# idli_srf_m_flat

**idli_srf_m_flat: metal layers overlaid**

Two of the layers only.
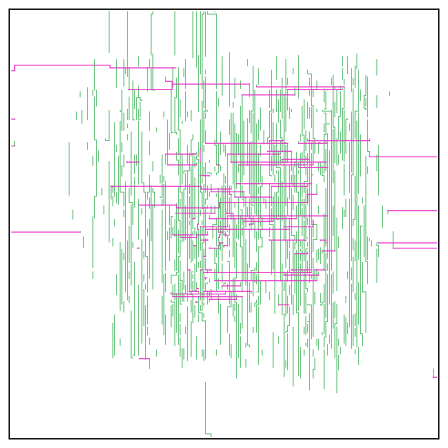

`config.mk`:
```
export PLATFORM = sky130hd
export DESIGN_NAME = idli_srf_m_flat
export DESIGN_NICKNAME = d
export VERILOG_FILES = /design/src/rtl/idli_srf_m_if.sv /design/src/rtl/idli_srf_m.sv /design/src/flat_wrapper.sv
export SDC_FILE = /design/constraint.sdc
export NUM_CORES = 1
export LEC_CHECK = 0
export CAP_MARGIN = 0
export CORE_MARGIN = 10
export CORE_UTILIZATION = 45
export DETAILED_ROUTE_END_ITERATION = 12
export GPL_TIMING_DRIVEN = 0
export PLACE_DENSITY_LB_ADDON = 0.2
export SETUP_SLACK_MARGIN = 0.05
export SYNTH_ARGS = -nofsm -noshare
export SYNTH_HDL_FRONTEND = slang
export SYNTH_SLANG_ARGS = --single-unit
```
`constraint.sdc`:
```
create_clock -name i_srf_gck -period 2.6 [get_ports i_srf_gck]
set_input_delay 0.65 -clock i_srf_gck [delete_from_list [all_inputs] [get_ports i_srf_gck]]
set_output_delay 0.65 -clock i_srf_gck [all_outputs]
set_load 0.005 [all_outputs]
```
`src/rtl/idli_srf_m_if.sv`:
```
// Transfer request and serial data bundle for the idli bit-serial register file.
// Handshake: i_srf_start is a request accepted whenever o_srf_busy is 0 or o_srf_last is 1
// (the acceptance acts as ready); index/enable fields are captured only on an accepted start.
interface idli_srf_m_if #(
   parameter int IDXW  = 2,
   parameter int BEATW = 4
);
   logic             i_srf_start;
   logic [IDXW-1:0]  i_srf_p;
   logic [IDXW-1:0]  i_srf_q;
   logic             i_srf_wr_en;
   logic [IDXW-1:0]  i_srf_wr_idx;
   logic             i_srf_wr_data;
   logic             o_srf_p_data;
   logic             o_srf_q_data;
   logic             o_srf_busy;
   logic [BEATW-1:0] o_srf_beat;
   logic             o_srf_last;
   logic             o_srf_state;

   modport master (
      output i_srf_start, i_srf_p, i_srf_q, i_srf_wr_en, i_srf_wr_idx, i_srf_wr_data,
      input  o_srf_p_data, o_srf_q_data, o_srf_busy, o_srf_beat, o_srf_last, o_srf_state
   );

   modport slave (
      input  i_srf_start, i_srf_p, i_srf_q, i_srf_wr_en, i_srf_wr_idx, i_srf_wr_data,
      output o_srf_p_data, o_srf_q_data, o_srf_busy, o_srf_beat, o_srf_last, o_srf_state
   );
endinterface

```
`src/rtl/idli_srf_m.sv`:
```
// Bit-serial register file: NUM_REGS writable registers plus a constant register,
// two LSB-first read ports and one write port streamed over WIDTH beats.
module idli_srf_m #(
   parameter int              NUM_REGS  = 3,
   parameter int              WIDTH     = 16,
   parameter logic [WIDTH-1:0] CONST_VAL = '1
) (
   input logic          i_srf_gck,
   input logic          i_srf_rst_n,
   idli_srf_m_if.slave  srf
);
   localparam int IDXW = $clog2(NUM_REGS + 1);
   localparam int BW   = $clog2(WIDTH);
   localparam logic [IDXW-1:0] CONST_IDX = IDXW'(NUM_REGS);
   localparam logic [BW-1:0]   LAST_BEAT = BW'(WIDTH - 1);

   typedef enum logic {ST_IDLE = 1'b0, ST_ACTIVE = 1'b1} state_e;

   state_e          state_q, state_d;
   logic [BW-1:0]   beat_q, beat_d;
   logic [IDXW-1:0] p_q, p_d, q_q, q_d, wi_q, wi_d;
   logic            we_q, we_d;
   logic [WIDTH-1:0] regs_q [NUM_REGS];
   logic            busy, last, accept;

   assign busy   = (state_q == ST_ACTIVE);
   assign last   = busy && (beat_q == LAST_BEAT);
   assign accept = srf.i_srf_start && (!busy || last);

   always_ff @(posedge i_srf_gck or negedge i_srf_rst_n) begin
      if (!i_srf_rst_n) begin
         state_q <= ST_IDLE;
         beat_q  <= '0;
         p_q     <= '0;
         q_q     <= '0;
         wi_q    <= '0;
         we_q    <= 1'b0;
      end else begin
         state_q <= state_d;
         beat_q  <= beat_d;
         p_q     <= p_d;
         q_q     <= q_d;
         wi_q    <= wi_d;
         we_q    <= we_d;
      end
   end

   always_comb begin
      state_d = state_q;
      beat_d  = beat_q;
      p_d     = p_q;
      q_d     = q_q;
      wi_d    = wi_q;
      we_d    = we_q;
      case (state_q)
         ST_IDLE: begin
            beat_d = '0;
            if (accept) state_d = ST_ACTIVE;
         end
         ST_ACTIVE: begin
            if (last) begin
               beat_d = '0;
               if (!accept) state_d = ST_IDLE;
            end else begin
               beat_d = beat_q + BW'(1);
            end
         end
         default: state_d = ST_IDLE;
      endcase
      if (accept) begin
         p_d  = srf.i_srf_p;
         q_d  = srf.i_srf_q;
         wi_d = srf.i_srf_wr_idx;
         we_d = srf.i_srf_wr_en;
      end
   end

   // The write lands on the edge that ends the beat, so a same-beat read still sees the old bit.
   always_ff @(posedge i_srf_gck or negedge i_srf_rst_n) begin
      if (!i_srf_rst_n) begin
         for (int i = 0; i < NUM_REGS; i++) regs_q[i] <= '0;
      end else if (busy && we_q && (wi_q < CONST_IDX)) begin
         regs_q[wi_q][beat_q] <= srf.i_srf_wr_data;
      end
   end

   function automatic logic rd_bit(input logic [IDXW-1:0] idx, input logic [BW-1:0] bt);
      logic b;
      b = 1'b0;
      if (idx < CONST_IDX)       b = regs_q[idx][bt];
      else if (idx == CONST_IDX) b = CONST_VAL[bt];
      return b;
   endfunction

   always_comb begin
      srf.o_srf_p_data = 1'b0;
      srf.o_srf_q_data = 1'b0;
      if (busy) begin
         srf.o_srf_p_data = rd_bit(p_q, beat_q);
         srf.o_srf_q_data = rd_bit(q_q, beat_q);
      end
   end

   assign srf.o_srf_busy  = busy;
   assign srf.o_srf_beat  = beat_q;
   assign srf.o_srf_last  = last;
   assign srf.o_srf_state = state_q;
endmodule

```
`src/flat_wrapper.sv`:
```
// flat-port wrapper written by rule: the top's interface ports become plain ports
module idli_srf_m_flat 
#(
   parameter int              NUM_REGS  = 3,
   parameter int              WIDTH     = 16,
   parameter logic [WIDTH-1:0] CONST_VAL = '1
)
  (i_srf_gck, i_srf_rst_n, srf_i_srf_start, srf_i_srf_p, srf_i_srf_q, srf_i_srf_wr_en, srf_i_srf_wr_idx, srf_i_srf_wr_data, srf_o_srf_p_data, srf_o_srf_q_data, srf_o_srf_busy, srf_o_srf_beat, srf_o_srf_last, srf_o_srf_state);
  idli_srf_m_if #(.IDXW(2), .BEATW(4)) srf_i ();
  input logic i_srf_gck;
  input logic i_srf_rst_n;
  input wire logic [$bits(srf_i.i_srf_start)-1:0] srf_i_srf_start;
  input wire logic [$bits(srf_i.i_srf_p)-1:0] srf_i_srf_p;
  input wire logic [$bits(srf_i.i_srf_q)-1:0] srf_i_srf_q;
  input wire logic [$bits(srf_i.i_srf_wr_en)-1:0] srf_i_srf_wr_en;
  input wire logic [$bits(srf_i.i_srf_wr_idx)-1:0] srf_i_srf_wr_idx;
  input wire logic [$bits(srf_i.i_srf_wr_data)-1:0] srf_i_srf_wr_data;
  output wire logic [$bits(srf_i.o_srf_p_data)-1:0] srf_o_srf_p_data;
  output wire logic [$bits(srf_i.o_srf_q_data)-1:0] srf_o_srf_q_data;
  output wire logic [$bits(srf_i.o_srf_busy)-1:0] srf_o_srf_busy;
  output wire logic [$bits(srf_i.o_srf_beat)-1:0] srf_o_srf_beat;
  output wire logic [$bits(srf_i.o_srf_last)-1:0] srf_o_srf_last;
  output wire logic [$bits(srf_i.o_srf_state)-1:0] srf_o_srf_state;
  assign srf_i.i_srf_start = srf_i_srf_start;
  assign srf_i.i_srf_p = srf_i_srf_p;
  assign srf_i.i_srf_q = srf_i_srf_q;
  assign srf_i.i_srf_wr_en = srf_i_srf_wr_en;
  assign srf_i.i_srf_wr_idx = srf_i_srf_wr_idx;
  assign srf_i.i_srf_wr_data = srf_i_srf_wr_data;
  assign srf_o_srf_p_data = srf_i.o_srf_p_data;
  assign srf_o_srf_q_data = srf_i.o_srf_q_data;
  assign srf_o_srf_busy = srf_i.o_srf_busy;
  assign srf_o_srf_beat = srf_i.o_srf_beat;
  assign srf_o_srf_last = srf_i.o_srf_last;
  assign srf_o_srf_state = srf_i.o_srf_state;
  idli_srf_m #(.NUM_REGS(NUM_REGS), .WIDTH(WIDTH), .CONST_VAL(CONST_VAL)) u_core (.i_srf_gck(i_srf_gck), .i_srf_rst_n(i_srf_rst_n), .srf(srf_i));
endmodule
```
# runner_engine

**config.mk**
```make
export PLATFORM = sky130hd
export DESIGN_NAME = runner_engine
export DESIGN_NICKNAME = d
export VERILOG_FILES = /design/src/rtl/segrun_pkg.sv /design/src/rtl/runner_tick_gen.sv /design/src/rtl/runner_engine.sv
export SDC_FILE = /design/constraint.sdc
export NUM_CORES = 1
export LEC_CHECK = 0
export ABC_CLOCK_PERIOD_IN_PS = 2009
export CORE_MARGIN = 10
export CORE_UTILIZATION = 35
export DETAILED_ROUTE_END_ITERATION = 10
export HOLD_SLACK_MARGIN = 0.08
export PLACE_DENSITY_LB_ADDON = 0.1
export RECOVER_POWER = 100
export SYNTH_ARGS = -nofsm -noshare
export SYNTH_HDL_FRONTEND = slang
export SYNTH_SLANG_ARGS = --single-unit
```
**constraint.sdc**
```tcl
create_clock -name clk -period 2.01 [get_ports clk]
set_clock_uncertainty 0.1 [all_clocks]
set_input_delay 0.603 -clock clk [delete_from_list [all_inputs] [get_ports clk]]
set_output_delay 0.603 -clock clk [all_outputs]
set_load 0.005 [all_outputs]
```
**src/rtl/segrun_pkg.sv**
```systemverilog
// Shared types and constants for the runner game-logic stage.
// Lane geometry, score range, FSM encoding and obstacle LFSR.
package segrun_pkg;

    typedef enum logic [1:0] {
        IDLE = 2'd0,
        PLAY = 2'd1,
        OVER = 2'd2
    } state_t;

    localparam int LANE_W  = 6;
    localparam int SCORE_W = 14;

    localparam logic [SCORE_W-1:0] SCORE_MAX = 14'd9999;

    // x^8 + x^6 + x^5 + x^4 + 1 -> feedback from bits 7,5,4,3
    localparam logic [7:0] LFSR_TAPS = 8'b1011_1000;

    localparam logic LANE_FLOOR = 1'b0;
    localparam logic LANE_CEIL  = 1'b1;

    function automatic logic [7:0] lfsr_next(input logic [7:0] l);
        return {l[6:0], ^(l & LFSR_TAPS)};
    endfunction

endpackage

```
**src/rtl/runner_tick_gen.sv**
```systemverilog
// Game tick divider: one-cycle pulse every TICK_DIV enabled cycles.
// The count restarts from zero whenever enable drops.
module runner_tick_gen #(
    parameter int TICK_DIV = 25000000
) (
    input  logic clk,
    input  logic rst_n,
    input  logic enable,
    output logic tick
);

    localparam int CW = (TICK_DIV > 1) ? $clog2(TICK_DIV) : 1;

    logic [CW-1:0] cnt;

    assign tick = enable && (cnt == CW'(TICK_DIV - 1));

    always_ff @(posedge clk or negedge rst_n) begin
        if (!rst_n) begin
            cnt <= '0;
        end else if (!enable || tick) begin
            cnt <= '0;
        end else begin
            cnt <= cnt + CW'(1);
        end
    end

endmodule

```
**src/rtl/runner_engine.sv**
```systemverilog
// Runner game logic: scrolling obstacle lanes, player lane, collisions
// and score, feeding the seven-segment decoder.
module runner_engine #(
    parameter int                  TICK_DIV  = 25000000,
    parameter logic [7:0]          LFSR_SEED = 8'hA5,
    parameter logic [13:0]         SCORE_MAX = segrun_pkg::SCORE_MAX
) (
    input  logic                          clk,
    input  logic                          rst_n,
    input  logic                          loggedIn,
    input  logic                          flip,
    output logic [segrun_pkg::LANE_W-1:0] ceilingBits,
    output logic [segrun_pkg::LANE_W-1:0] floorBits,
    output logic                          playerPos,
    output logic [segrun_pkg::SCORE_W-1:0] score,
    output logic                          showScore,
    output logic                          gameOver
);

    import segrun_pkg::*;

    state_t state;

    logic [2:0] fsync;
    logic       flip_edge;
    logic       playing;
    logic       tick;
    logic [7:0] lfsr;
    logic [7:0] lfsr_adv;

    logic [LANE_W-1:0]  ceil_sh;
    logic [LANE_W-1:0]  floor_sh;
    logic               new_pos;
    logic               hit_flip;
    logic               hit_tick;
    logic [SCORE_W-1:0] score_inc;

    assign flip_edge = fsync[1] & ~fsync[2];
    assign playing   = (state == PLAY);

    runner_tick_gen #(
        .TICK_DIV(TICK_DIV)
    ) u_tick (
        .clk   (clk),
        .rst_n (rst_n),
        .enable(playing),
        .tick  (tick)
    );

    always_comb begin
        lfsr_adv = lfsr_next(lfsr);
        ceil_sh  = {1'b0, ceilingBits[LANE_W-1:1]};
        floor_sh = {1'b0, floorBits[LANE_W-1:1]};
        // Entry column stays empty next to any obstacle: keeps a gap
        if (!(ceil_sh[LANE_W-2] | floor_sh[LANE_W-2])) begin
            ceil_sh[LANE_W-1]  = (lfsr_adv[1:0] == 2'b00);
            floor_sh[LANE_W-1] = (lfsr_adv[1:0] == 2'b01);
        end
        new_pos  = flip_edge ? ~playerPos : playerPos;
        hit_flip = flip_edge &
                   ((new_pos == LANE_CEIL) ? ceilingBits[0] : floorBits[0]);
        hit_tick = (new_pos == LANE_CEIL) ? ceil_sh[0] : floor_sh[0];
        score_inc = (score >= SCORE_MAX) ? SCORE_MAX : score + 14'd1;
    end

    always_ff @(posedge clk or negedge rst_n) begin
        if (!rst_n) begin
            state       <= IDLE;
            fsync       <= '0;
            lfsr        <= LFSR_SEED;
            ceilingBits <= '0;
            floorBits   <= '0;
            playerPos   <= LANE_FLOOR;
            score       <= '0;
            showScore   <= 1'b0;
            gameOver    <= 1'b0;
        end else begin
            fsync    <= {fsync[1:0], flip};
            gameOver <= 1'b0;
            if (!loggedIn) begin
                state       <= IDLE;
                ceilingBits <= '0;
                floorBits   <= '0;
                playerPos   <= LANE_FLOOR;
                score       <= '0;
                showScore   <= 1'b0;
            end else begin
                unique case (state)
                    IDLE: begin
                        if (flip_edge) state <= PLAY;
                    end
                    PLAY: begin
                        if (tick) lfsr <= lfsr_adv;
                        if (flip_edge) playerPos <= new_pos;
                        // A flip into an obstacle ends the game before the scroll
                        if (hit_flip) begin
                            state     <= OVER;
                            showScore <= 1'b1;
                            gameOver  <= 1'b1;
                        end else if (tick) begin
                            ceilingBits <= ceil_sh;
                            floorBits   <= floor_sh;
                            if (hit_tick) begin
                                state     <= OVER;
                                showScore <= 1'b1;
                                gameOver  <= 1'b1;
                            end else begin
                                score <= score_inc;
                            end
                        end
                    end
                    OVER: begin
                        if (flip_edge) begin
                            state       <= IDLE;
                            ceilingBits <= '0;
                            floorBits   <= '0;
                            playerPos   <= LANE_FLOOR;
                            score       <= '0;
                            showScore   <= 1'b0;
                        end
                    end
                    default: state <= IDLE;
                endcase
            end
        end
    end

endmodule

```
# reg_file_2r1w

`src/rtl/reg_file_2r1w.sv`:
```
// Two-read, one-write register file held in flip-flops, with write-first read ports,
// synchronous clear and range-checked addresses. All outputs are registered.
module reg_file_2r1w #(
  parameter int                WIDTH     = 4,
  parameter int                DEPTH     = 8,
  parameter logic [WIDTH-1:0]  RESET_VAL = {WIDTH{1'b0}},
  localparam int               ADDR_W    = (DEPTH > 2) ? $clog2(DEPTH) : 1
) (
  input  logic              clk,
  input  logic              rst,
  input  logic              clr,
  input  logic              wr_en,
  input  logic [ADDR_W-1:0] wr_addr,
  input  logic [WIDTH-1:0]  wr_data,
  output logic              wr_err,
  input  logic              rd_en0,
  input  logic [ADDR_W-1:0] rd_addr0,
  output logic [WIDTH-1:0]  rd_data0,
  output logic              rd_valid0,
  output logic              rd_err0,
  input  logic              rd_en1,
  input  logic [ADDR_W-1:0] rd_addr1,
  output logic [WIDTH-1:0]  rd_data1,
  output logic              rd_valid1,
  output logic              rd_err1
);

  // One extra bit so DEPTH itself is representable when DEPTH is a power of two.
  localparam logic [ADDR_W:0] DEPTH_C = (ADDR_W+1)'(DEPTH);

  logic [WIDTH-1:0] mem_r [DEPTH];

  logic             wr_ok_s;
  logic             wr_oor_s;
  logic             rd_ok0_s;
  logic             rd_ok1_s;
  logic [WIDTH-1:0] rd_mem0_s;
  logic [WIDTH-1:0] rd_mem1_s;
  logic [WIDTH-1:0] rd_next0_s;
  logic [WIDTH-1:0] rd_next1_s;

  logic             wr_err_r;
  logic [WIDTH-1:0] rd_data0_r;
  logic [WIDTH-1:0] rd_data1_r;
  logic             rd_valid0_r;
  logic             rd_valid1_r;
  logic             rd_err0_r;
  logic             rd_err1_r;

  // clr outranks a write, so a write colliding with clr is neither stored nor flagged.
  assign wr_ok_s  = wr_en & ~clr & ({1'b0, wr_addr} < DEPTH_C);
  assign wr_oor_s = wr_en & ~clr & ~({1'b0, wr_addr} < DEPTH_C);
  assign rd_ok0_s = ({1'b0, rd_addr0} < DEPTH_C);
  assign rd_ok1_s = ({1'b0, rd_addr1} < DEPTH_C);

  // Storage lookup for both read ports; the compare loop never indexes past DEPTH.
  always_comb begin
    rd_mem0_s = {WIDTH{1'b0}};
    rd_mem1_s = {WIDTH{1'b0}};
    for (int i = 0; i < DEPTH; i++) begin
      rd_mem0_s = (rd_addr0 == ADDR_W'(i)) ? mem_r[i] : rd_mem0_s;
      rd_mem1_s = (rd_addr1 == ADDR_W'(i)) ? mem_r[i] : rd_mem1_s;
    end
  end

  // Read data as it will look after this edge: clear first, then write-first bypass.
  assign rd_next0_s = !rd_ok0_s                         ? {WIDTH{1'b0}} :
                      clr                               ? RESET_VAL     :
                      (wr_ok_s && wr_addr == rd_addr0)  ? wr_data       : rd_mem0_s;
  assign rd_next1_s = !rd_ok1_s                         ? {WIDTH{1'b0}} :
                      clr                               ? RESET_VAL     :
                      (wr_ok_s && wr_addr == rd_addr1)  ? wr_data       : rd_mem1_s;

  // Entry storage: reset and clear load RESET_VAL, otherwise the addressed entry takes the write.
  always_ff @(posedge clk or posedge rst) begin
    if (rst) begin
      for (int i = 0; i < DEPTH; i++) begin
        mem_r[i] <= RESET_VAL;
      end
    end else if (clr) begin
      for (int i = 0; i < DEPTH; i++) begin
        mem_r[i] <= RESET_VAL;
      end
    end else if (wr_ok_s) begin
      for (int i = 0; i < DEPTH; i++) begin
        if (wr_addr == ADDR_W'(i)) begin
          mem_r[i] <= wr_data;
        end
      end
    end
  end

  // Output registers: status pulses last one cycle, read data holds between reads.
  always_ff @(posedge clk or posedge rst) begin
    if (rst) begin
      wr_err_r    <= 1'b0;
      rd_data0_r  <= {WIDTH{1'b0}};
      rd_data1_r  <= {WIDTH{1'b0}};
      rd_valid0_r <= 1'b0;
      rd_valid1_r <= 1'b0;
      rd_err0_r   <= 1'b0;
      rd_err1_r   <= 1'b0;
    end else begin
      wr_err_r    <= wr_oor_s;
      rd_valid0_r <= rd_en0;
      rd_valid1_r <= rd_en1;
      rd_err0_r   <= rd_en0 & ~rd_ok0_s;
      rd_err1_r   <= rd_en1 & ~rd_ok1_s;
      if (rd_en0) begin
        rd_data0_r <= rd_next0_s;
      end
      if (rd_en1) begin
        rd_data1_r <= rd_next1_s;
      end
    end
  end

  assign wr_err    = wr_err_r;
  assign rd_data0  = rd_data0_r;
  assign rd_data1  = rd_data1_r;
  assign rd_valid0 = rd_valid0_r;
  assign rd_valid1 = rd_valid1_r;
  assign rd_err0   = rd_err0_r;
  assign rd_err1   = rd_err1_r;

endmodule

```
`config.mk`:
```
export PLATFORM = sky130hd
export DESIGN_NAME = reg_file_2r1w
export DESIGN_NICKNAME = d
export VERILOG_FILES = /design/src/rtl/reg_file_2r1w.sv
export SDC_FILE = /design/constraint.sdc
export NUM_CORES = 1
export LEC_CHECK = 0
export CORE_ASPECT_RATIO = 0.6
export CORE_MARGIN = 10
export CORE_UTILIZATION = 50
export DETAILED_ROUTE_END_ITERATION = 7
export PLACE_DENSITY = 0.75
export SLEW_MARGIN = 10
export SYNTH_ARGS = -nofsm -noshare
export SYNTH_HDL_FRONTEND = slang
export SYNTH_SLANG_ARGS = --single-unit
```
`constraint.sdc`:
```
create_clock -name clk -period 1.4 [get_ports clk]
set_input_delay 0.21 -clock clk [delete_from_list [all_inputs] [get_ports clk]]
set_output_delay 0.21 -clock clk [all_outputs]
set_load 0.02 [all_outputs]
```
# hazard_scoreboard

`src/rtl/hazard_scoreboard.sv`:
```
`default_nettype none
// ============================================================================
// Module   : hazard_scoreboard
// Brief    : Countdown-scoreboard pipeline hazard controller producing fetch/
//            decode stall, flush and freeze controls. Optional performance
//            counters are enabled by defining HAZARD_PERF_EN.
// Revision : 1.0
// ============================================================================
module hazard_scoreboard #(
    parameter int NUM_REGS = 32,
    parameter int REG_AW   = 5,
    parameter int MAX_LAT  = 4,
    parameter int LAT_W    = $clog2(MAX_LAT + 1)
) (
    input  logic                clk,
    input  logic                reset,
    input  logic                D_valid,
    input  logic [REG_AW-1:0]   D_rs1_addr,
    input  logic                D_rs1_used,
    input  logic [REG_AW-1:0]   D_rs2_addr,
    input  logic                D_rs2_used,
    input  logic [REG_AW-1:0]   D_rd_addr,
    input  logic                D_rd_wen,
    input  logic [LAT_W-1:0]    D_lat,
    input  logic                E_pc_redirect,
    input  logic                mem_stall,
    output logic                F_stall_pc,
    output logic                F_stall_fetch_reg,
    output logic                F_flush_fetch_reg,
    output logic                D_flush_decode_reg,
    output logic                pipe_freeze,
    output logic                D_issue,
    output logic [NUM_REGS-1:0] busy_mask
`ifdef HAZARD_PERF_EN
    ,
    output logic [31:0]         perf_stall_cycles,
    output logic [31:0]         perf_mem_stall_cycles,
    output logic [31:0]         perf_flushes
`endif
);

    localparam logic [LAT_W-1:0] c_MAX_LAT = LAT_W'(MAX_LAT);

    logic [LAT_W-1:0] w_cnt [1:NUM_REGS-1];
    logic [LAT_W-1:0] w_cnt_rs1;
    logic [LAT_W-1:0] w_cnt_rs2;
    logic [LAT_W-1:0] w_cnt_rd;
    logic [LAT_W-1:0] w_lat;
    logic             w_raw_hz;
    logic             w_waw_hz;
    logic             w_hz;
    logic             w_alloc;

    // Out-of-range lat is clamped so a bad encoding can never exceed the counter range.
    assign w_lat = (D_lat > c_MAX_LAT) ? c_MAX_LAT : D_lat;

    // Address 0 and addresses beyond NUM_REGS read as an idle counter.
    always_comb begin
        w_cnt_rs1 = '0;
        w_cnt_rs2 = '0;
        w_cnt_rd  = '0;
        for (int r = 1; r < NUM_REGS; r++) begin
            if (D_rs1_addr == REG_AW'(r)) w_cnt_rs1 = w_cnt[r];
            if (D_rs2_addr == REG_AW'(r)) w_cnt_rs2 = w_cnt[r];
            if (D_rd_addr  == REG_AW'(r)) w_cnt_rd  = w_cnt[r];
        end
    end

    assign w_raw_hz = D_valid &
                      ((D_rs1_used & (D_rs1_addr != '0) & (w_cnt_rs1 != '0)) |
                       (D_rs2_used & (D_rs2_addr != '0) & (w_cnt_rs2 != '0)));
    assign w_waw_hz = D_valid & D_rd_wen & (D_rd_addr != '0) & (w_cnt_rd > w_lat);
    assign w_hz     = w_raw_hz | w_waw_hz;

    always_comb begin
        F_stall_pc         = 1'b0;
        F_stall_fetch_reg  = 1'b0;
        F_flush_fetch_reg  = 1'b0;
        D_flush_decode_reg = 1'b0;
        pipe_freeze        = 1'b0;
        D_issue            = 1'b0;
        if (mem_stall) begin
            pipe_freeze       = 1'b1;
            F_stall_pc        = 1'b1;
            F_stall_fetch_reg = 1'b1;
        end else if (E_pc_redirect) begin
            F_flush_fetch_reg  = 1'b1;
            D_flush_decode_reg = 1'b1;
        end else if (w_hz) begin
            F_stall_pc         = 1'b1;
            F_stall_fetch_reg  = 1'b1;
            D_flush_decode_reg = 1'b1;
        end else begin
            D_issue = D_valid;
        end
    end

    assign w_alloc = D_issue & D_rd_wen & (D_rd_addr != '0);

    assign busy_mask[0] = 1'b0;

    generate
        for (genvar r = 1; r < NUM_REGS; r++) begin : g_reg
            logic [LAT_W-1:0] r_cnt;
            logic             w_load;

            assign w_load = w_alloc & (D_rd_addr == REG_AW'(r));

            always_ff @(posedge clk or negedge reset) begin
                if (!reset) begin
                    r_cnt <= '0;
                end else if (!mem_stall) begin
                    if (w_load) begin
                        r_cnt <= w_lat;
                    end else if (r_cnt != '0) begin
                        r_cnt <= r_cnt - LAT_W'(1);
                    end
                end
            end

            assign w_cnt[r]     = r_cnt;
            assign busy_mask[r] = (r_cnt != '0);
        end
    endgenerate

`ifdef HAZARD_PERF_EN
    logic [31:0] r_perf_stall;
    logic [31:0] r_perf_mem;
    logic [31:0] r_perf_flush;

    always_ff @(posedge clk or negedge reset) begin
        if (!reset) begin
            r_perf_stall <= '0;
            r_perf_mem   <= '0;
            r_perf_flush <= '0;
        end else begin
            if (w_hz && !mem_stall)          r_perf_stall <= r_perf_stall + 32'd1;
            if (mem_stall)                   r_perf_mem   <= r_perf_mem + 32'd1;
            if (E_pc_redirect && !mem_stall) r_perf_flush <= r_perf_flush + 32'd1;
        end
    end

    assign perf_stall_cycles     = r_perf_stall;
    assign perf_mem_stall_cycles = r_perf_mem;
    assign perf_flushes          = r_perf_flush;
`endif

`ifndef SYNTHESIS
    a_lat_legal: assert property (@(posedge clk) disable iff (!reset)
        D_valid |-> (D_lat <= c_MAX_LAT));
`endif

endmodule
`default_nettype wire

```
`config.mk`:
```
export PLATFORM = sky130hd
export DESIGN_NAME = hazard_scoreboard
export DESIGN_NICKNAME = d
export VERILOG_FILES = /design/src/rtl/hazard_scoreboard.sv
export SDC_FILE = /design/constraint.sdc
export NUM_CORES = 1
export LEC_CHECK = 0
export ABC_AREA = 1
export ABC_CLOCK_PERIOD_IN_PS = 6200
export CELL_PAD_IN_SITES_DETAIL_PLACEMENT = 0
export CELL_PAD_IN_SITES_GLOBAL_PLACEMENT = 1
export CORE_MARGIN = 1.5
export CORE_UTILIZATION = 43
export DETAILED_ROUTE_END_ITERATION = 10
export HOLD_SLACK_MARGIN = 0.02
export PLACE_DENSITY = 0.8
export SYNTH_ARGS = -nofsm -noshare
export SYNTH_HDL_FRONTEND = slang
export SYNTH_SLANG_ARGS = --single-unit
export TNS_END_PERCENT = 50
```
`constraint.sdc`:
```
create_clock -name clk -period 6.2 [get_ports clk]
set_input_delay 0.62 -clock clk [delete_from_list [all_inputs] [get_ports clk]]
set_output_delay 0.62 -clock clk [all_outputs]
set_load 0.01 [all_outputs]
```
**reg_file_2r1w: sequential cells grouped by signal name**

Bar = 20 um.
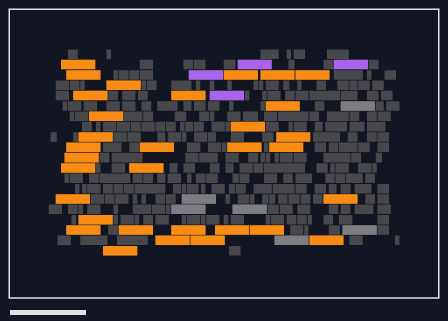
- purple: rd_data1 (placed flops 4; where north)
- orange: mem_r (placed flops 32)

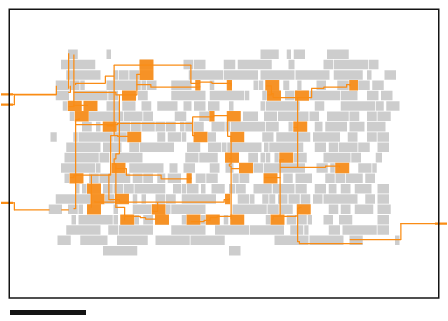
**Above:** reg_file_2r1w (wires at chosen ports, followed through buffers).
Bar = 20 um.
- orange: wr_data (bits 4; direction input; edge 3 west, 1 east; end cells 40; buffers 7; wire 601 um)

==> flow_summary_export.csv, reg_file_2r1w <==
group,metric,value,unit
status,status,"complete, no violations",
logic_synthesis,syn_area,2570,um2
setup_path,endpoint,"rd_data1[3]",
power,p_per_area,831,nW/um2
logic_synthesis,yosys.area_share.simple,0.161,
finish,stdcell_area,3350,um2
placement,placed_area,3230,um2
floorplanning,dieWidth,113,um
setup_path,rrSetupSlack,0.01,ns
power,power,2790,uW
finish,drive_gt1_frac,0.298,
sta,setup_slack,0.0139,ns
logic_synthesis,syn_area_per_cell,11.0,um2
logic_synthesis,yosysWarnings,0,
finish,area_growth,30.4,%
detailed_routing,top_layer,"met4",
setup_path,rr_worst_depth,4,
detailed_routing,wl_met3,544,um
logic_synthesis,ys_top_logic_family,"multiplexers",
clocking,cts_tree,"yes",
grt,grt_max_degree,43,
detailed_routing,routedWlPerCell,19.8,um
grt,grt_use_met3,0.0432,
grt,use_met2,0.268,
logic_synthesis,synthTopCellsByCount,"mux2i_1 (51), dfrtp_1 (42), nor2_1 (40)",
sta,rsz0062_at_grt,"yes",
detailed_routing,avgViaCountPerCell,5.61,
logic_synthesis,numSynthFlops,42,
setup_path,worstPathArrival,1.58,ns
logic_synthesis,synth_top_flop_cell,"dfrtp_1",
sta,hold_viol_final,0,
detailed_routing,drc,0,
setup_path,critical_path.top_delay_family,"multiplexers",
logic_synthesis,synth_cell_type_count,39,
floorplanning,chipArea,8510,um2
logic_synthesis,netlist.top_cell.by_instances,"mux2i_1",
logic_synthesis,edf_count,0,
placement,post-place-cells,360,
clocking,cts_buffers,5,
setup_path,critical-path-slowest-cell,"mux4_2",
clocking,clk_path_buf_depth,2,
setup_path,path_class,"flop to flop",
floorplanning,io_pins,32,
reg_file_2r1w: placed cells by master (no fill, tap or decap), types with 3 or more instances in the layout:
master and instances:
clkbuf_2 4, nand2b_1 6, a22oi_1 6, mux2i_1 50
o32ai_1 8, buf_12 3, dlygate4sd2_1 15, dfrtp_1 42
inv_1 8, xor2_2 3, nand4b_1 3, clkbuf_8 5
conb_1 3, mux4_2 6, and2_1 3, clkdlybuf4s50_1 9
nor2_1 40, buf_4 51
reg_file_2r1w: flip-flops by register name, summed over array words and instances, names as in the netlist:
signal,flops
rd_valid1,1
mem_r,32
rd_data1,4
rd_data0,4
rd_valid0,1
reg_file_2r1w: where the power goes:
group	leakage (uW)	switching (uW)	internal, uW
logic	0.00101	292	247
clock network	0.0000524	438	534
registers	0.000576	28.6	1250
reg_file_2r1w: cell type report:
cell class / count / area [um2]
fillers: 413 / 1680
multi-input cells: 163 / 1380
flip-flops and latches: 42 / 1050
repair buffers: 83 / 696
well taps: 66 / 82.6
clock buffers: 7 / 76.3
inverters: 9 / 33.8
clock inverters: 1 / 30.0
reg_file_2r1w: worst min-delay path: cells and delay by family:
family   cells  cell delay [ns]
buf+inv      3             0.71
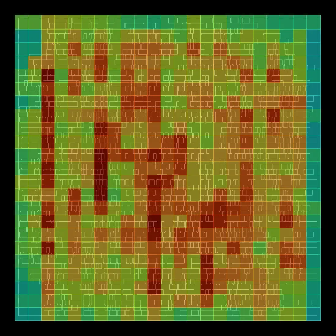
**Above:** hazard_scoreboard (routing congestion map).
met2 Use GR: 0.489
Final Core Density: 0.499

==> flow_summary_export.csv, hazard_scoreboard <==
group,metric,value,unit
run,maxCapViolations,0,
setup_path,critical-path-slowest-cell,"clkdlybuf4s50_1",
sta,drv_slew,0,
logic_synthesis,ys_top_logic_family,"simple AND/OR/NAND/NOR gates",
setup_path,rr_worst_depth,31,
power,power.combinational.total,2780,uW
setup_path,path_depth,28,
logic_synthesis,async_flop_share,1.00,
setup_path,cp-end-kind,"primary output",
finish,fill_cells,2614,
logic_synthesis,synth_top_flop_cell,"dfrtp_1",
setup_path,path_max_fanout,6,
logic_synthesis,ys_area,10500,um2
power,p_seq,1330,uW
sta,worst_pin_slew,0.872,ns
power,power_switching_share,0.492,
power,vdd_drop_max,206,uV
status,status,"complete, no violations",
sta,fin_tns_setup,0,ns
sta,fin_crit,5.83,ns
floorplanning,dieWidth,159,um
grt,grt_util_all_layers,0.293,
power,p_clk,666,uW
floorplanning,core_area,24100,um2
clocking,clk_path_buf_depth,2,
logic_synthesis,ys_top_cells_by_area,"nand2_1 (29%), dfrtp_1 (22%), inv_1 (8.5%)",
setup_path,crit_start,"D_rd_addr[4]",
logic_synthesis,syn_nets,1869,
setup_path,rrSetupSlack,1.04,ns
sta,worst_hold_slack,0.251,ns
min_path,hp-class,"primary input to async pin",
placement,post-place-cells,2155,
clocking,cts_tree,"yes",
power,switchingPower,2350,uW
setup_path,timing.rr.end,"g_reg[26].r_cnt[2]",
logic_synthesis,syn_area_per_cell,5.91,um2
hazard_scoreboard: final cells by class:
| class | count | area [um2] | area share |
|---|---|---|---|
| Clock buffer | 10 | 239 | 0.0199 |
| Clock inverter | 4 | 97.6 | 0.00811 |
| Inverter | 245 | 922 | 0.0767 |
| Multi-Input combinational cell | 1377 | 6990 | 0.581 |
| Sequential cell | 93 | 2330 | 0.193 |
| Tap cell | 324 | 405 | 0.0337 |
| Timing Repair Buffer | 116 | 1050 | 0.0869 |
hazard_scoreboard: per-stage QoR:
| step | cell area (um2) | util |
|---|---|---|
| 2_1_floorplan | 10500 | - |
| 3_3_place_gp | 11700 | 0.484 |
| 3_5_place_dp | 11700 | 0.484 |
| 4_1_cts | 12000 | 0.498 |
| 5_1_grt | 12000 | 0.499 |
| 6_report | 12000 | 0.499 |
hazard_scoreboard: per-layer routing:
layer	vias to the layer above	global-route usage	share of wire
li1	5798	-	-
met1	5340	0.395	0.47
met2	333	0.489	0.46
met3	46	0.0417	0.050
met4	0	0.0845	0.021
met5	-	0	0
hazard_scoreboard: timing repair:
action                                  CTS  global route
setup buffers                             0             0
endpoints found under the setup margin    4             4
gates resized                             7            20
pin swaps                                 0             5
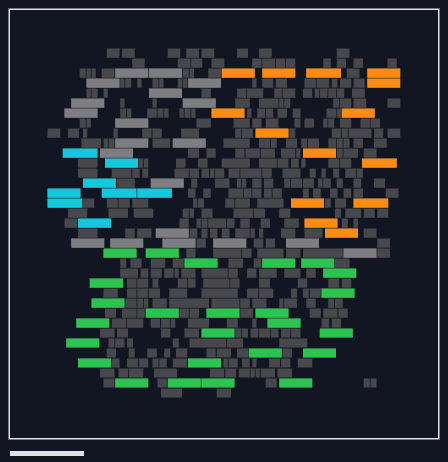
**Above:** runner_engine (sequential cells grouped by signal name).
Bar = 20 um.
- orange: score (placed flops 14)
- green: u_tick.cnt (placed flops 25)
- cyan: lfsr (placed flops 8; where west)
- not coloured: 20

==> flow_summary_export.csv, runner_engine <==
group,metric,value,unit
status,status,"complete, but fails checks",
status,violations,"max-capacitance violations, max-slew violations, negative setup slack",
floorplanning,rows,35,
logic_synthesis,ys_cells,330,
setup_path,rr_worst_depth,7,
sta,drv_slew,68,
power,switchingPower,773,uW
sta,hold_viol_final,0,
logic_synthesis,syn_area_per_cell,9.87,um2
clocking,path_clk_slew,0.08,ns
finish,nNetsFinal,451,
setup_path,path_max_fanout,2,
placement,place.gp.congestion,0.774,
sta,finalSetupViolCount,39,
logic_synthesis,yosysTopAreaCell,"dfrtp_1",
power,p_per_area,596,nW/um2
finish,layout_top_cells,"buf_4 (66), dfrtp_1 (60), nand2_1 (32)",
setup_path,crit_required,2.17,ns
run,maxCapViolations,1,
run,warnings,29,
finish,final_cells,561,
detailed_routing,routedWlPerCell,15.1,um
clocking,cts_buffers,9,
detailed_routing,avgViaCountPerCell,5.12,
setup_path,timing.rr.end,"ceilingBits[5]",
min_path,hold_end,"fsync[1]",
clocking,root_buffer,"clkbuf_8",
power,power_switching_share,0.257,
sta,setup_slack,-0.193,ns
setup_path,r2r-start,"u_tick.cnt[17]",
setup_path,worstPathArrival,2.36,ns
setup_path,critical-path-slowest-cell,"or4_4",
finish,layout_top_cell,"buf_4",
grt,grt_pass1_wl,13700,um
setup_path,path_class,"flop to flop",
## runner_engine: flip-flops by register name (all words and copies together), names as in the netlist, 2 cells and up
register     flops
floorBits        6
score           14
ceilingBits      6
state            2
u_tick.cnt      25
fsync            3
lfsr             8
## runner_engine: repair_timing
| item | CTS | global route |
|---|---|---|
| endpoints found under the setup margin | 64 | 69 |
| hold buffers | 0 | 0 |
| cloned | 3 | 1 |
| pin swaps | 10 | 44 |
| setup buffers | 17 | 16 |
| resized | 39 | 97 |
## runner_engine: routing by layer
layer / up-vias / routed length (um) / part of all wire / track usage
li1: 1409 / - / - / -
met1: 1404 / 3870 / 0.46 / 0.168
met2: 60 / 4080 / 0.48 / 0.192
met3: 2 / 462 / 0.055 / 0.0380
met4: 0 / 40 / 0.0047 / 0.0334
met5: - / 0 / 0 / 0
## runner_engine: cell type report
cell class / instances / area share
multi-input combinational: 249 / 0.389
tap: 111 / 0.0276
clock buffer: 9 / 0.0246
clock inverter: 7 / 0.0196
inverter: 2 / 0.00149
timing repair buffer: 116 / 0.203
sequential: 67 / 0.334
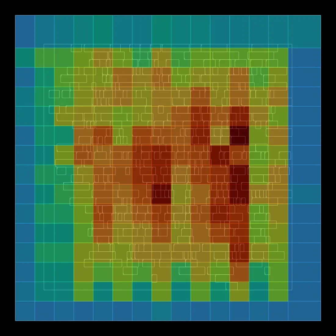
**Above:** idli_srf_m_flat (routing congestion map).
met3 track demand over resource: 0.0434
GR Layer Usage met1: 0.232

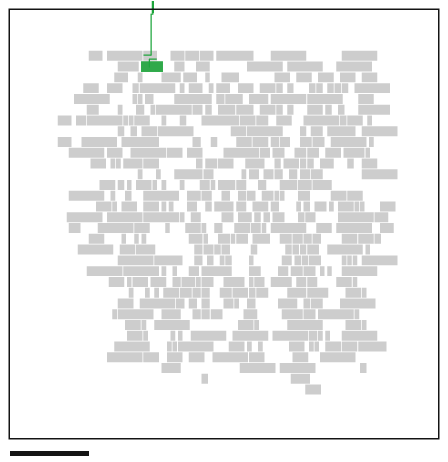
**Above:** idli_srf_m_flat (wires at chosen ports, followed through buffers).
Bar = 20 um.
- green: srf_i_srf_wr_en (bits 1; direction input; edge north; end cells 1; buffers 1; wire 17.2 um)

About 'metal layers overlaid' of idli_srf_m_flat:
- green: M2 (wire length 4,920 um)
- magenta: M3 (wire length 755 um)

==> flow_summary_export.csv, idli_srf_m_flat <==
group,metric,value,unit
status,violations,"negative setup slack",
logic_synthesis,syn_nets,356,
placement,io_buffers,18,
floorplanning,chipArea,11700,um2
finish,regMostFlops,"u_core.regs_q",
clocking,ctsResizeCount,50,
status,status,"complete, but fails checks",
grt,first_global_vias,3128,
floorplanning,die_height,108,um
clocking,ctsHoldBuffers,0,
sta,finalSetupViolCount,2,
power,vdd_drop_max,372,uV
logic_synthesis,ys_area,3500,um2
logic_synthesis,synth_top_flop_cell,"dfrtp_1",
placement,post-place-cells,462,
floorplanning,fp-utilization,0.457,
sta,setup_slack,-0.212,ns
finish,utilization,0.557,
clocking,path_clk_slew,0.06,ns
## idli_srf_m_flat: layout make-up
class,count,share of cell area
multi-input cells,250,0.446
flip-flops and latches,60,0.353
repair buffers,35,0.0743
plain buffers,24,0.0505
clock buffers,11,0.0332
well taps,102,0.0299
inverters,7,0.00969
clock inverters,3,0.00352
## idli_srf_m_flat: worst paths after layout
kind	endpoint	cells after the start
max	srf_o_srf_p_data	8
min	u_core.regs_q[27]	1
max reg2reg	u_core.regs_q[38]	9
min reg2reg	u_core.regs_q[40]	1
max in group asynchronous	u_core.srf.o_srf_beat[1]	2
min in group i_srf_gck	u_core.regs_q[40]	1
## idli_srf_m_flat: power by group
part	switching (uW)	internal, uW	leakage, uW
sequential	386	1310	0.000770
clock	357	356	0.0000848
combinational	1570	1410	0.000924
total	2310	3070	0.00178
## idli_srf_m_flat: logic make-up (layout without fill, tap and decap cells)
group	count (synthesis)	count (layout)	synth area share
AND/OR/NAND/NOR	115	115	0.160
flip-flops	60	60	0.429
AND-OR/OR-AND	70	70	0.144
multiplexers	60	60	0.193
XOR/XNOR	1	1	0.00251
buffers and inverters	31	80	0.0565
adder cells (fa/ha/maj)	4	4	0.0143


==> gallery <==
Signal wires on met1.
picture 1
Bar = 20 um. Supply wires on this layer in grey. Cells faint in the background.
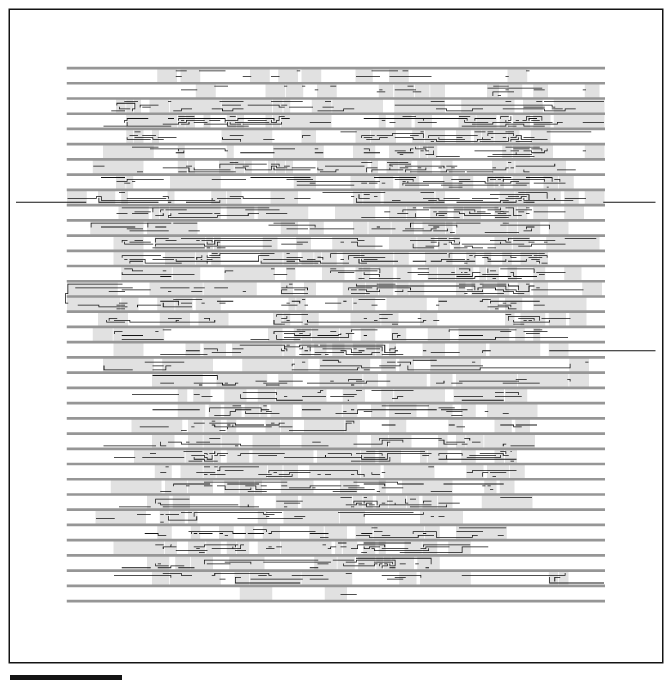
picture 2
Bar = 20 um. Supply wires on this layer in grey. Cells faint in the background.
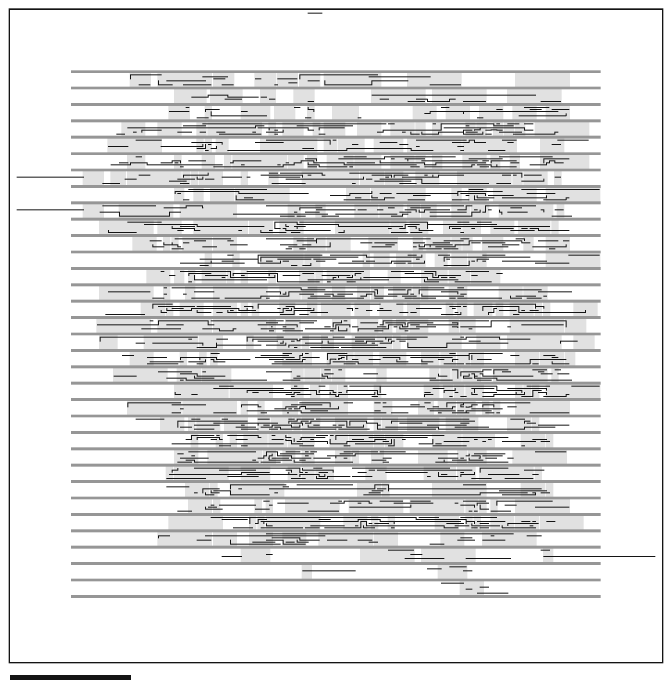
picture 3
Bar = 50 um. Supply wires on this layer in grey. Cells faint in the background.
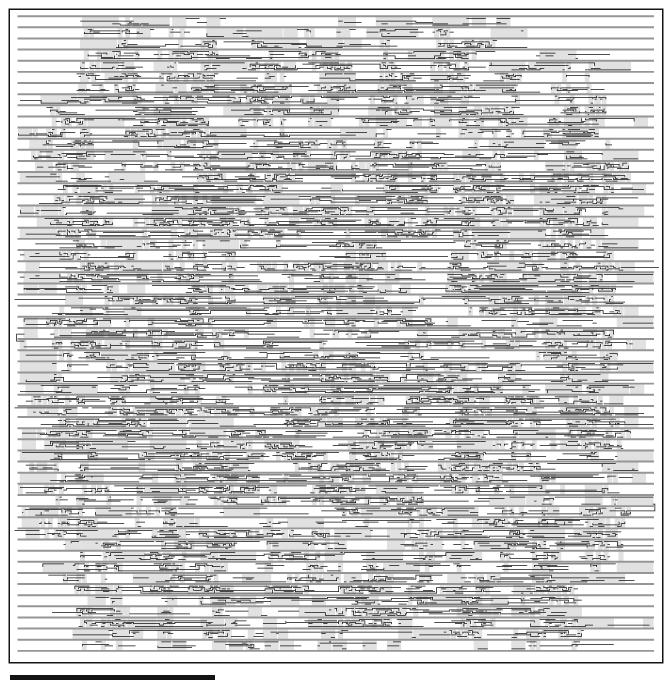
picture 4
Bar = 20 um. Supply wires on this layer in grey. Cells faint in the background.
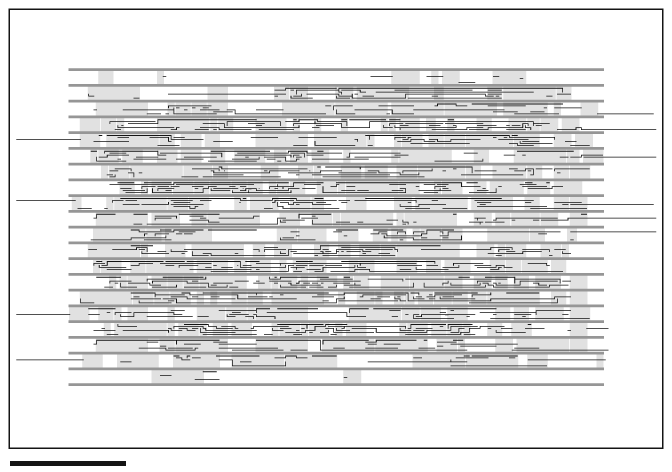
picture 3 -> hazard_scoreboard
picture 1 -> runner_engine
picture 2 -> idli_srf_m_flat
picture 4 -> reg_file_2r1w

Key to picture 1:
- nets with wire on the layer: 411
- main direction: horizontal
- share of all routed wire: 46%
- wire length on this layer: 3,870 um


==> gallery <==
Metal layers overlaid.
Two of the layers only.
image #1
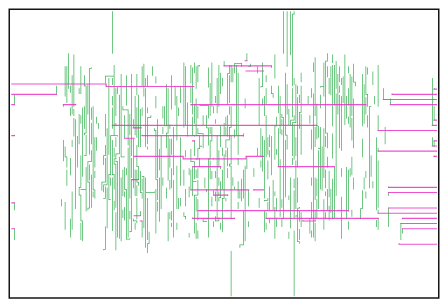
image #2
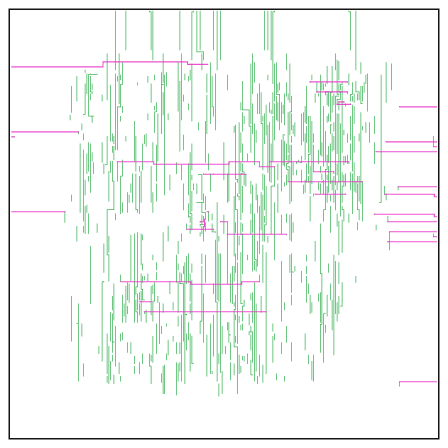
image #3
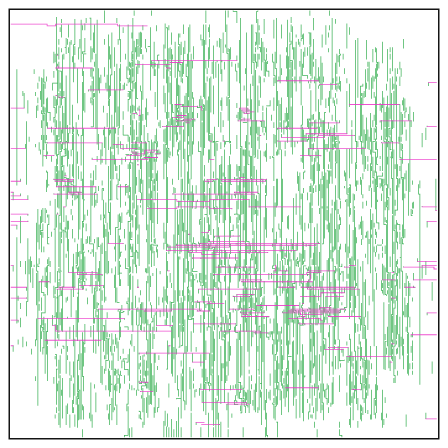
For runner_engine, see image #2.
For reg_file_2r1w, see image #1.
For hazard_scoreboard, see image #3.

Key to image #2:
- green: M2 (wire length 4,080 um)
- magenta: M3 (wire length 462 um)

Power and IR drop assume default switching activity.
